# step_pulse_gen

Figure 1. Placement density heat map (step_pulse_gen).
The die is cut into 6 by 6 equal tiles; black is low, pale yellow is high, 0 to 100% covered.
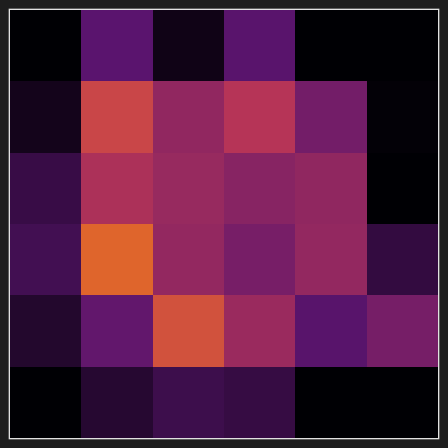

[src/rtl/step_pulse_gen.sv]
// Push-button conditioner: two-flop synchroniser, debounce FSM, one-cycle step pulse and press counter.
// Optional auto-repeat while held is compiled in with STEP_AUTO_REPEAT_EN.
module step_pulse_gen #(
  parameter int DEBOUNCE_CYCLES = 4,
  parameter int COUNT_W         = 8,
  parameter int REPEAT_CYCLES   = 8
) (
  input  logic               clk,
  input  logic               reset,
  input  logic               btn_raw,
  input  logic               enable,
  output logic               step_pulse,
  output logic               btn_level,
  output logic [COUNT_W-1:0] press_count
);

  // state        | meaning
  // IDLE         | button released and stable
  // PRESS_WAIT   | btn_sync high, counting towards acceptance
  // PRESSED      | press accepted, button held
  // RELEASE_WAIT | btn_sync low, counting towards release
  typedef enum logic [1:0] {IDLE, PRESS_WAIT, PRESSED, RELEASE_WAIT} state_t;

  localparam int                CNT_W    = $clog2(DEBOUNCE_CYCLES + 1);
  localparam logic [CNT_W-1:0] CNT_LAST = CNT_W'(DEBOUNCE_CYCLES - 1);

  state_t           state;
  logic [CNT_W-1:0] cnt;
  logic             s1;
  logic             s2;

`ifdef STEP_AUTO_REPEAT_EN
  localparam int                RPT_W    = $clog2(REPEAT_CYCLES + 1);
  localparam logic [RPT_W-1:0] RPT_LAST = RPT_W'(REPEAT_CYCLES - 1);
  logic [RPT_W-1:0] rpt;
`endif

  always_ff @(posedge clk) begin
    if (reset) begin
      s1          <= 1'b0;
      s2          <= 1'b0;
      state       <= IDLE;
      cnt         <= '0;
      step_pulse  <= 1'b0;
      btn_level   <= 1'b0;
      press_count <= '0;
`ifdef STEP_AUTO_REPEAT_EN
      rpt         <= '0;
`endif
    end else begin
      s1         <= btn_raw;
      s2         <= s1;
      step_pulse <= 1'b0;
      case (state)
        IDLE: begin
          if (s2) begin
            state <= PRESS_WAIT;
            cnt   <= '0;
          end
        end
        PRESS_WAIT: begin
          if (!s2) begin
            state <= IDLE;
            cnt   <= '0;
          end else if (cnt == CNT_LAST) begin
            state     <= PRESSED;
            btn_level <= 1'b1;
            cnt       <= '0;
`ifdef STEP_AUTO_REPEAT_EN
            rpt       <= '0;
`endif
            // A press accepted while disabled is dropped for good.
            if (enable) begin
              step_pulse  <= 1'b1;
              press_count <= press_count + COUNT_W'(1);
            end
          end else begin
            cnt <= cnt + CNT_W'(1);
          end
        end
        PRESSED: begin
          if (!s2) begin
            state <= RELEASE_WAIT;
            cnt   <= '0;
          end
`ifdef STEP_AUTO_REPEAT_EN
          else if (rpt == RPT_LAST) begin
            rpt <= '0;
            if (enable) begin
              step_pulse  <= 1'b1;
              press_count <= press_count + COUNT_W'(1);
            end
          end else begin
            rpt <= rpt + RPT_W'(1);
          end
`endif
        end
        RELEASE_WAIT: begin
          if (s2) begin
            state <= PRESSED;
            cnt   <= '0;
`ifdef STEP_AUTO_REPEAT_EN
            rpt   <= '0;
`endif
          end else if (cnt == CNT_LAST) begin
            state     <= IDLE;
            btn_level <= 1'b0;
            cnt       <= '0;
          end else begin
            cnt <= cnt + CNT_W'(1);
          end
        end
        default: begin
          state     <= IDLE;
          btn_level <= 1'b0;
          cnt       <= '0;
        end
      endcase
    end
  end

endmodule
[config.mk]
export PLATFORM = sky130hd
export DESIGN_NAME = step_pulse_gen
export DESIGN_NICKNAME = d
export VERILOG_FILES = /design/src/rtl/step_pulse_gen.sv
export SDC_FILE = /design/constraint.sdc
export NUM_CORES = 1
export LEC_CHECK = 0
export ABC_CLOCK_PERIOD_IN_PS = 4100
export CELL_PAD_IN_SITES_DETAIL_PLACEMENT = 0
export CELL_PAD_IN_SITES_GLOBAL_PLACEMENT = 1
export CORE_MARGIN = 3
export CORE_UTILIZATION = 25
export CTS_CLUSTER_DIAMETER = 40
export DETAILED_ROUTE_END_ITERATION = 12
export PLACE_DENSITY = 0.52
export SYNTH_ARGS = -nofsm -noshare
export SYNTH_HDL_FRONTEND = slang
export SYNTH_SLANG_ARGS = --single-unit
export TNS_END_PERCENT = 50
[constraint.sdc]
create_clock -name clk -period 4.1 [get_ports clk]
set_input_delay 0.615 -clock clk [delete_from_list [all_inputs] [get_ports clk]]
set_output_delay 0.615 -clock clk [all_outputs]
set_load 0.05 [all_outputs]
# line_priority_encoder_flat

--- config.mk ---
export PLATFORM = sky130hd
export DESIGN_NAME = line_priority_encoder_flat
export DESIGN_NICKNAME = d
export VERILOG_FILES = /design/src/rtl/line_priority_encoder_if.sv /design/src/rtl/line_priority_encoder.sv /design/src/flat_wrapper.sv
export SDC_FILE = /design/constraint.sdc
export NUM_CORES = 1
export LEC_CHECK = 0
export ABC_AREA = 1
export CORE_MARGIN = 10
export CORE_UTILIZATION = 40
export CTS_CLUSTER_DIAMETER = 30
export DETAILED_ROUTE_END_ITERATION = 6
export SLEW_MARGIN = 20
export SYNTH_ARGS = -nofsm -noshare
export SYNTH_HDL_FRONTEND = slang
export SYNTH_SLANG_ARGS = --single-unit
export TNS_END_PERCENT = 100
--- constraint.sdc ---
create_clock -name clk -period 2.14 [get_ports clk]
set_clock_uncertainty 0.1 [all_clocks]
set_input_delay 0.642 -clock clk [delete_from_list [all_inputs] [get_ports clk]]
set_output_delay 0.642 -clock clk [all_outputs]
set_load 0.005 [all_outputs]
--- src/rtl/line_priority_encoder_if.sv ---
// rtl/line_priority_encoder_if.sv - line bus and code handshake bundle for line_priority_encoder
interface line_priority_encoder_if;
  logic [3:0] d;
  logic [1:0] code;
  logic       valid;
  logic       ready;
  logic       err;
  logic       busy;

  modport master (
    output d,
    output ready,
    input  code,
    input  valid,
    input  err,
    input  busy
  );

  modport slave (
    input  d,
    input  ready,
    output code,
    output valid,
    output err,
    output busy
  );
endinterface

--- src/rtl/line_priority_encoder.sv ---
// rtl/line_priority_encoder.sv - synchronise, debounce and encode a one-hot line bus into a handshaked 2-bit code
module line_priority_encoder #(
  parameter int DB_CYCLES = 4,
  parameter int CNT_W     = 8
) (
  input  logic                    clk,
  input  logic                    rst_n,
  line_priority_encoder_if.slave  bus
);

  typedef enum logic [1:0] {IDLE, SETTLE, EMIT, HOLD} state_t;

  localparam logic [CNT_W-1:0] DB_MAX = CNT_W'(DB_CYCLES);

  logic [3:0]       sync1, s, s_prev;
  logic [CNT_W-1:0] cnt;
  logic             settled, one_hot;
  logic [1:0]       enc;
  state_t           state, state_n;
  logic             load_code, err_n;
  logic [1:0]       code_q;
  logic             err_q;

  always_ff @(posedge clk or negedge rst_n) begin
    if (!rst_n) begin
      sync1  <= '0;
      s      <= '0;
      s_prev <= '0;
      cnt    <= '0;
    end else begin
      sync1  <= bus.d;
      s      <= sync1;
      s_prev <= s;
      if (s != s_prev)
        cnt <= '0;
      else if (cnt != DB_MAX)
        cnt <= cnt + CNT_W'(1);
    end
  end

  // The s == s_prev term stops a change that lands on the saturation cycle from being taken as settled.
  assign settled = (cnt == DB_MAX) && (s == s_prev);
  assign one_hot = $onehot(s);

  always_comb begin
    enc = 2'b00;
    case (s)
      4'b0010: enc = 2'b01;
      4'b0100: enc = 2'b10;
      4'b1000: enc = 2'b11;
      default: enc = 2'b00;
    endcase
  end

  always_comb begin
    state_n   = state;
    load_code = 1'b0;
    err_n     = 1'b0;
    case (state)
      IDLE: begin
        if (s != 4'b0000)
          state_n = SETTLE;
      end
      SETTLE: begin
        if (s == 4'b0000) begin
          state_n = IDLE;
        end else if (settled) begin
          if (one_hot) begin
            load_code = 1'b1;
            state_n   = EMIT;
          end else begin
            err_n   = 1'b1;
            state_n = HOLD;
          end
        end
      end
      EMIT: begin
        if (bus.ready)
          state_n = HOLD;
      end
      HOLD: begin
        if (settled && (s == 4'b0000))
          state_n = IDLE;
      end
      default: state_n = IDLE;
    endcase
  end

  always_ff @(posedge clk or negedge rst_n) begin
    if (!rst_n) begin
      state  <= IDLE;
      code_q <= 2'b00;
      err_q  <= 1'b0;
    end else begin
      state <= state_n;
      err_q <= err_n;
      if (load_code)
        code_q <= enc;
    end
  end

  assign bus.code  = code_q;
  assign bus.valid = (state == EMIT);
  assign bus.err   = err_q;
  assign bus.busy  = (state != IDLE);

endmodule

--- src/flat_wrapper.sv ---
// flat-port wrapper written by rule: the top's interface ports become plain ports
module line_priority_encoder_flat 
#(
  parameter int DB_CYCLES = 4,
  parameter int CNT_W     = 8
)
  (clk, rst_n, bus_d, bus_ready, bus_code, bus_valid, bus_err, bus_busy);
  line_priority_encoder_if bus_i ();
  input  logic clk;
  input  logic rst_n;
  input wire logic [$bits(bus_i.d)-1:0] bus_d;
  input wire logic [$bits(bus_i.ready)-1:0] bus_ready;
  output wire logic [$bits(bus_i.code)-1:0] bus_code;
  output wire logic [$bits(bus_i.valid)-1:0] bus_valid;
  output wire logic [$bits(bus_i.err)-1:0] bus_err;
  output wire logic [$bits(bus_i.busy)-1:0] bus_busy;
  assign bus_i.d = bus_d;
  assign bus_i.ready = bus_ready;
  assign bus_code = bus_i.code;
  assign bus_valid = bus_i.valid;
  assign bus_err = bus_i.err;
  assign bus_busy = bus_i.busy;
  line_priority_encoder #(.DB_CYCLES(DB_CYCLES), .CNT_W(CNT_W)) u_core (.clk(clk), .rst_n(rst_n), .bus(bus_i));
endmodule
# dataint_ecc_scrub_ctrl

===== src/rtl/dataint_ecc_scrub_ctrl.sv =====
// Background SECDED scrubber: walks DEPTH words, corrects single-bit errors in place, counts CE/UE.
// Latency: INTERVAL idle cycles plus one RAM read per step; a write-back follows only on a correctable error.
// Backpressure: req/addr/we/wdata are held until gnt; rvalid may arrive any time after issue. ECC_SCRUB_ERRLOG_EN adds last-error address outputs.
module dataint_ecc_scrub_ctrl #(
  parameter  int WIDTH      = 32,
  parameter  int ADDR_WIDTH = 10,
  parameter  int DEPTH      = 1024,
  parameter  int INTERVAL   = 256,
  localparam int CW         = WIDTH + $clog2(WIDTH + $clog2(WIDTH) + 1) + 1
) (
  input  logic                  i_clk,
  input  logic                  i_rst_n,
  input  logic                  i_enable,
  output logic                  o_mem_req,
  input  logic                  i_mem_gnt,
  output logic                  o_mem_we,
  output logic [ADDR_WIDTH-1:0] o_mem_addr,
  output logic [CW-1:0]         o_mem_wdata,
  input  logic                  i_mem_rvalid,
  input  logic [CW-1:0]         i_mem_rdata,
  output logic [CW-1:0]         o_dec_codeword,
  input  logic [WIDTH-1:0]      i_dec_data,
  input  logic                  i_dec_err,
  input  logic                  i_dec_dbl,
  output logic [WIDTH-1:0]      o_enc_data,
  input  logic [CW-1:0]         i_enc_codeword,
  output logic                  o_busy,
  output logic                  o_pass_done,
  output logic [15:0]           o_ce_count,
  output logic [15:0]           o_ue_count
`ifdef ECC_SCRUB_ERRLOG_EN
  ,
  output logic [ADDR_WIDTH-1:0] o_last_ce_addr,
  output logic [ADDR_WIDTH-1:0] o_last_ue_addr
`endif
);

  localparam int                    ICW       = $clog2(INTERVAL + 1);
  localparam logic [ICW-1:0]        ILAST     = ICW'(INTERVAL - 1);
  localparam logic [ADDR_WIDTH-1:0] ALAST     = ADDR_WIDTH'(DEPTH - 1);
  localparam logic [15:0]           CNT_MAX   = 16'hFFFF;

  typedef enum logic [2:0] {
    S_IDLE,
    S_WAIT,
    S_RD,
    S_RDW,
    S_CHK,
    S_ENC,
    S_WR,
    S_NXT
  } state_t;

  state_t         state;
  logic [ICW-1:0] icnt;

  // o_mem_addr doubles as the scrub pointer, so it survives disable/enable.
  always_ff @(posedge i_clk or negedge i_rst_n) begin
    if (!i_rst_n) begin
      state          <= S_IDLE;
      icnt           <= '0;
      o_mem_req      <= 1'b0;
      o_mem_we       <= 1'b0;
      o_mem_addr     <= '0;
      o_mem_wdata    <= '0;
      o_dec_codeword <= '0;
      o_enc_data     <= '0;
      o_busy         <= 1'b0;
      o_pass_done    <= 1'b0;
      o_ce_count     <= '0;
      o_ue_count     <= '0;
`ifdef ECC_SCRUB_ERRLOG_EN
      o_last_ce_addr <= '0;
      o_last_ue_addr <= '0;
`endif
    end else begin
      o_pass_done <= 1'b0;
      case (state)
        S_IDLE: begin
          if (i_enable) state <= S_WAIT;
        end

        S_WAIT: begin
          if (!i_enable) begin
            icnt  <= '0;
            state <= S_IDLE;
          end else if (icnt == ILAST) begin
            icnt      <= '0;
            o_mem_req <= 1'b1;
            o_mem_we  <= 1'b0;
            o_busy    <= 1'b1;
            state     <= S_RD;
          end else begin
            icnt <= icnt + 1'b1;
          end
        end

        S_RD: begin
          if (i_mem_gnt) begin
            o_mem_req <= 1'b0;
            state     <= S_RDW;
          end
        end

        // Late enable drops are honoured only after the step finishes.
        S_RDW: begin
          if (i_mem_rvalid) begin
            o_dec_codeword <= i_mem_rdata;
            state          <= S_CHK;
          end
        end

        S_CHK: begin
          if (!i_dec_err) begin
            state <= S_NXT;
          end else if (i_dec_dbl) begin
            if (o_ue_count != CNT_MAX) o_ue_count <= o_ue_count + 16'd1;
`ifdef ECC_SCRUB_ERRLOG_EN
            o_last_ue_addr <= o_mem_addr;
`endif
            state <= S_NXT;
          end else begin
            if (o_ce_count != CNT_MAX) o_ce_count <= o_ce_count + 16'd1;
`ifdef ECC_SCRUB_ERRLOG_EN
            o_last_ce_addr <= o_mem_addr;
`endif
            o_enc_data <= i_dec_data;
            state      <= S_ENC;
          end
        end

        S_ENC: begin
          o_mem_wdata <= i_enc_codeword;
          o_mem_req   <= 1'b1;
          o_mem_we    <= 1'b1;
          state       <= S_WR;
        end

        S_WR: begin
          if (i_mem_gnt) begin
            o_mem_req <= 1'b0;
            o_mem_we  <= 1'b0;
            state     <= S_NXT;
          end
        end

        S_NXT: begin
          if (o_mem_addr == ALAST) begin
            o_mem_addr  <= '0;
            o_pass_done <= 1'b1;
          end else begin
            o_mem_addr <= o_mem_addr + 1'b1;
          end
          o_busy <= 1'b0;
          state  <= i_enable ? S_WAIT : S_IDLE;
        end

        default: state <= S_IDLE;
      endcase
    end
  end

endmodule


===== config.mk =====
export PLATFORM = sky130hd
export DESIGN_NAME = dataint_ecc_scrub_ctrl
export DESIGN_NICKNAME = d
export VERILOG_FILES = /design/src/rtl/dataint_ecc_scrub_ctrl.sv
export SDC_FILE = /design/constraint.sdc
export NUM_CORES = 1
export LEC_CHECK = 0
export ABC_AREA = 0
export CELL_PAD_IN_SITES_DETAIL_PLACEMENT = 1
export CELL_PAD_IN_SITES_GLOBAL_PLACEMENT = 2
export CORE_MARGIN = 2
export CORE_UTILIZATION = 25
export CTS_BUF_LIST = sky130_fd_sc_hd__clkbuf_8
export DETAILED_ROUTE_END_ITERATION = 8
export GPL_TIMING_DRIVEN = 1
export PLACE_DENSITY = 0.75
export SYNTH_ARGS = -nofsm -noshare
export SYNTH_HDL_FRONTEND = slang
export SYNTH_SLANG_ARGS = --single-unit

===== constraint.sdc =====
create_clock -name i_clk -period 2.25 [get_ports i_clk]
set_clock_uncertainty 0.15 [all_clocks]
set_input_delay 0.225 -clock i_clk [delete_from_list [all_inputs] [get_ports i_clk]]
set_output_delay 0.225 -clock i_clk [all_outputs]
set_load 0.01 [all_outputs]

Figure 2. Sequential cells grouped by signal name (line_priority_encoder_flat).
Other sequential cells in the stronger gray, the rest of the logic in the fainter gray.
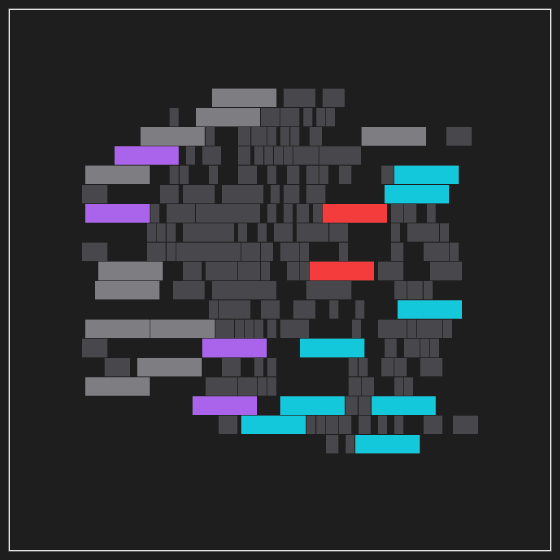
u_core.cnt -> cyan  # sequential cells 8
u_core.bus.code -> red  # sequential cells 2
u_core.s_prev -> purple  # sequential cells 4
not colored = 11

==> summary.rpt, line_priority_encoder_flat <==
================================================================================
Status ............................................................ finished clean
Deepest clock path buffer count ...................................            2
Nets in the synthesized netlist ...................................          156
First-pass GRT wire length ........................................      4690 µm
Cell with the most instances after synthesis ...................... sky130_fd_sc_hd__nand2_1
Post-CTS Resized ..................................................            9
Clock-pin slew on the worst setup and hold paths ..................       140 ps
Max IR drop VDD ...................................................     0.322 mV
Reported leakage power ............................................     0.810 nW
Num sequential ....................................................           25
Multi-input logic area ............................................      584 µm²
Worst-Margin Slew .................................................       320 ps
Class of the most critical hold timing path .......................      reg2reg
Diode insertion count for antenna repair ..........................            0
Number of signal-net inverters in the final layout ................           30
Final number of max-transition violations .........................            0
Drt pass-1 iters ..................................................            4
Number of distinct library cells after synthesis ..................           21
CTS buffer count ..................................................            3
Number of antenna-violating nets in the routed design .............            0
Net total in the final layout .....................................          187
Dominant kind of cell by area .....................................    registers
Commonest flop .................................................... sky130_fd_sc_hd__dfrtp_1
Final Total Pwr ...................................................      1.15 mW
Clock tree sinks ..................................................           25
Yosys warning count ...............................................            0
Hold-fix buffer count after cts ...................................            0
Multi-In Gates ....................................................           83
Cell type group with the largest total delay on the critical path .  adder cells
Async set-or-reset flop fraction in the synthesized netlist .......         1.00
Area fraction in mux cells ........................................            0
Area of the core ..................................................     3050 µm²
RSZ-0062 raised after global routing ..............................          yes
================================================================================
line_priority_encoder_flat: metrics by stage:
| step | instances | setup slack (ps) | utilization | hold WS [ps] |
|---|---|---|---|---|
| CTS | 209 | -4.00 | 0.524 | 267 |
| global route | 212 | -55.5 | 0.534 | 278 |
| detailed placement | 199 | 10.5 | 0.486 | 235 |
| global placement | 199 | 59.6 | 0.486 | 234 |
| floorplan | 138 | 57.3 | - | 231 |
| finish | 212 | 44.1 | 0.534 | 264 |
line_priority_encoder_flat: registers in the layout, indices dropped and copies added, names as in the netlist, named ones only:
signal,count
u_core.state,1
u_core.s_prev,4
u_core.bus.err,1
u_core.s,4
u_core.sync1,4
u_core.cnt,8
u_core.bus.code,2
line_priority_encoder_flat: power breakdown:
| part | internal (mW) | switching (mW) | leakage [nW] |
|---|---|---|---|
| Clock | 0.0703 | 0.148 | 0.0177 |
| Combinational | 0.187 | 0.218 | 0.476 |
| Sequential | 0.506 | 0.0218 | 0.317 |
| Total | 0.763 | 0.387 | 0.810 |
line_priority_encoder_flat: metal layers:
metal,GRT usage,wire length (µm),part of all wire
met1,0.114,1140,0.44
met3,0.0200,93,0.036
met5,0,0,0
met4,0.0502,61,0.024
met2,0.151,1270,0.50
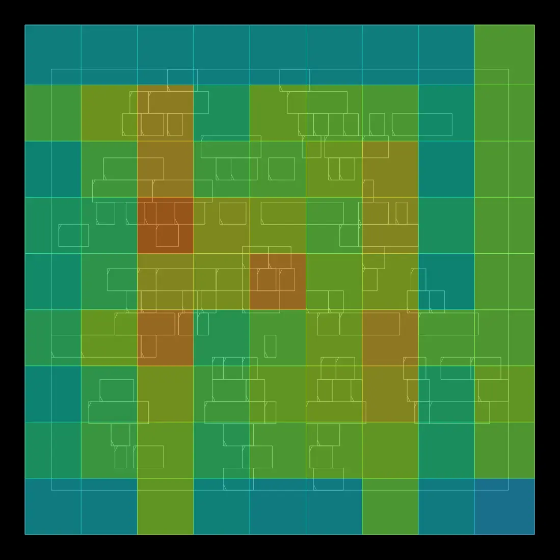
Figure 3: step_pulse_gen, routing congestion map.
met1 usage in global routing: 0.116
wire length per cell after detailed routing: 12.4 µm
met3 track utilization from global routing: 0.0450
All-Layer GR Usage: 0.0939
most congested layer reported by global routing: met2

Notes on Figure 1 above:
fullest tile = 64%
nearly empty tiles = 22%
emptiest ninth of the die = north-east
mean over tiles = 24%
area of the core: 2900 µm²
end-of-flow core utilization: 0.337
Initial Utilization: 0.276

==> summary.rpt, step_pulse_gen <==
==============================================================================
Adder-cell area share of the yosys netlist ......................       0.0313
Cell with the most instances after synthesis .................... sky130_fd_sc_hd__dfxtp_1
Final number of max-transition violations .......................            0
Final GP Congestion .............................................        0.709
Biggest fanout along the worst timing path ......................            7
Most common library cells after synthesis ....................... sky130_fd_sc_hd__dfxtp_1 (17), sky130_fd_sc_hd__a21oi_1 (9), sky130_fd_sc_hd__inv_1 (5)
Fraction of area in registers ...................................        0.348
Post-synthesis simple-gate area fraction ........................        0.283
Buffering stage count on the worst path with inverters included .            1
Multi-In Gates ..................................................           59
Crit path capture type .......................................... primary output
Comb area leader ................................................ simple AND/OR/NAND/NOR gates
Number of instances in the synthesized netlist ..................           85
CTS HTree Levels ................................................            1
Status .......................................................... finished clean
Number of vias in the routed layout .............................          649
Most frequent logic cell in the layout .......................... sky130_fd_sc_hd__dfxtp_1
AND-OR/OR-AND share of the synthesized area .....................        0.133
==============================================================================
==> step_pulse_gen: power breakdown <==
| part | internal (mW) | leakage (nW) | switching [mW] |
|---|---|---|---|
| sequential | 0.168 | 0.138 | 0.00294 |
| combinational | 0.00879 | 0.161 | 0.0135 |
| clock | 0.0363 | 0.0177 | 0.0547 |
==> step_pulse_gen: metal layers <==
metal | wire length [µm] | GRT usage
met1 | 894 | 0.116
met2 | 763 | 0.141
met3 | 66 | 0.0450
met4 | 17 | 0.0331
met5 | 0 | 0
==> step_pulse_gen: path summary, 6_finish.rpt <==
kind | startpoint | end | cells after the start
worst max register to register | s2 | press_count[7] | 3
worst min register to register | s1 | s2 | 1
worst max-delay path | press_count[2] | press_count[2] | 1
worst min-delay path | s1 | s2 | 1
==> step_pulse_gen: stage by stage <==
stage               std cells  cell area (µm²)  worst slack, ps  hold WS [ps]
floorplan                  85              800             2400           414
global placement          136              950             1870           423
detailed placement        136              950             1800           442
CTS                       140              977             1870           465
global route              140              977             1800           487
finish                    140              977             1900           463
==> step_pulse_gen: flip-flops by register name (all words and copies together) (netlist names), named ones only <==
name,count
state,1
btn_level,1
cnt,3
s1,1
s2,1
press_count,8
step_pulse,1
Figure 4. Sizing map (dataint_ecc_scrub_ctrl).
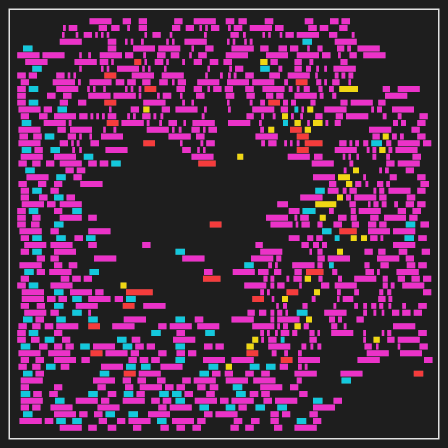
drive 2 -> cyan  # cells 91, share 10%, most used mux2_2
drive 6 and up -> red  # cells 27, share 3.0%, most used clkbuf_8
drive 3 to 4 -> yellow  # cells 31, share 3.4%, most used buf_4
drive 1 or less -> magenta  # cells 759, share 84%, most used clkdlybuf4s50_1

Figure 5. Placement density heat map (dataint_ecc_scrub_ctrl).
The die is cut into 17 by 17 equal tiles; black is low, pale yellow is high, 0 to 100% covered.
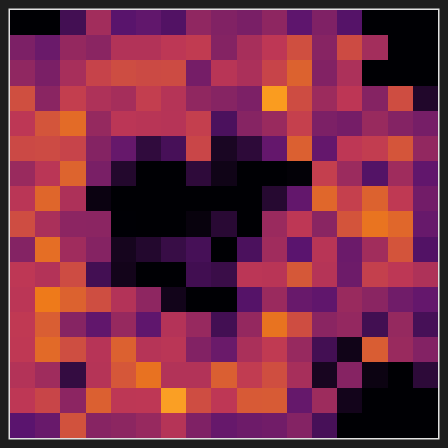
fullest tile = 79%
mean over tiles = 35%
nearly empty tiles = 13%
densest ninth of the die = south-west
tiles over 75% full = 0.70%
emptiest ninth of the die = center
end-of-flow core utilization: 0.389
Initial Utilization: 0.253
area of the core: 27,800 µm²

==> summary.rpt, dataint_ecc_scrub_ctrl <==
================================================================================
Cell count in the Yosys report ....................................          597
DIE AREA ..........................................................   29,500 µm²
Row count .........................................................           61
Async set-or-reset flop fraction in the synthesized netlist .......         1.00
Status ............................................................ finished clean
Drt pass-1 iters ..................................................            5
Slowest cell on crit path ......................................... sky130_fd_sc_hd__or4_4
Kind of start point of the critical path ..........................     register
Final Total Pwr ...................................................      12.2 mW
Setup Slack @ Placement ...........................................      37.5 ps
Post-CTS Resized ..................................................            0
Met3 track utilization from global routing ........................       0.0561
Largest registers ................................................. o_dec_codeword: 39 flops, o_mem_wdata: 39 flops, o_enc_data: 32 flops
Leading area contributor after synthesis .......................... sky130_fd_sc_hd__dfrtp_1
Class of the most critical hold timing path .......................     in2async
Placed Cells incl. Taps ...........................................        1,253
Net switching power figure ........................................      4.01 mW
Maximum Capacitance Violations ....................................            0
Cell with the most instances after synthesis ...................... sky130_fd_sc_hd__dfrtp_1
Clock group .......................................................      2.13 mW
Worst-Margin Slew .................................................       652 ps
Cell type group with the largest total delay on the critical path . simple AND/OR/NAND/NOR gates
Cells along the critical path ..................................... inv_1 > ha_2 > nand4b_4 > or4_4 > nor4_4 > xor2_1
Most common library cells after synthesis ......................... sky130_fd_sc_hd__dfrtp_1 (168), sky130_fd_sc_hd__nand2_1 (125), sky130_fd_sc_hd__mux2_2 (82), sky130_fd_sc_hd__nor2_1 (24), sky130_fd_sc_hd__nand3_1 (18)
Largest stage delay on the critical path ..........................       570 ps
Count of flip-flops with a built-in enable after synthesis ........            0
Fraction of power consumed by the clock network ...................        0.175
Post-synthesis area per instance ..................................     11.8 µm²
================================================================================
==> dataint_ecc_scrub_ctrl: cell type report <==
class	instances	area [µm²]	area share
clock buffer	19	262	0.0242
clock inverter	13	108	0.00995
inverter	8	30.0	0.00278
multi-input combinational	401	2750	0.254
sequential	168	4200	0.389
tap	378	473	0.0437
timing repair buffer	299	2990	0.277
==> dataint_ecc_scrub_ctrl: worst paths after layout <==
kind                                start                  to  slack, ps  cells past startpoint
max                              state[1]      o_ce_count[13]        150                      6
min                               i_rst_n       o_mem_addr[5]        110                      2
max reg2reg                      state[1]      o_ce_count[13]        150                      6
min reg2reg                o_enc_data[26]      o_enc_data[26]        330                      2
max in group asynchronous         i_rst_n  o_dec_codeword[22]       1160                      3
min in group i_clk         i_dec_data[28]      o_enc_data[28]        130                      3
==> dataint_ecc_scrub_ctrl: logic make-up after synthesis <==
kind of cell             Yosys count  synth area share
AND/OR/NAND/NOR                  231             0.156
XOR/XNOR                          27            0.0336
multiplexers                      87             0.138
buffers and inverters             28            0.0155
adder cells (fa/ha/maj)            8            0.0142
flip-flops                       168             0.597
AND-OR/OR-AND                     48            0.0451


==> layout pictures side by side <==
Cell classes on the final placement.
image #1
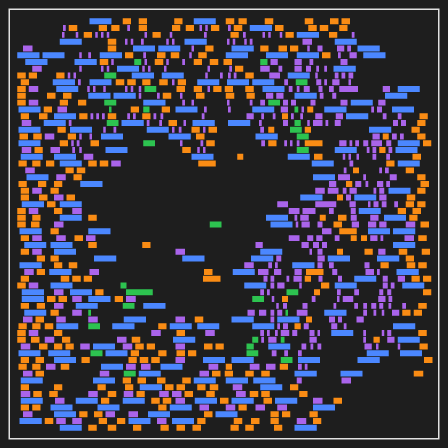
image #2
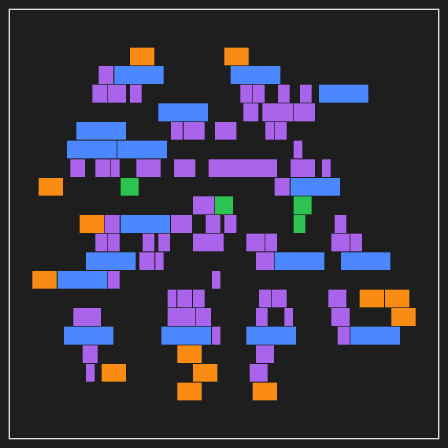
image #3
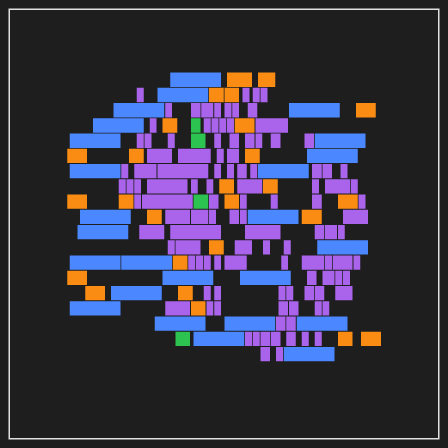
- line_priority_encoder_flat = image #3
- step_pulse_gen = image #2
- dataint_ecc_scrub_ctrl = image #1
- highest utilization: image #3
- most cells: image #1

No activity file was given, so power comes from the tool's default toggle rates.
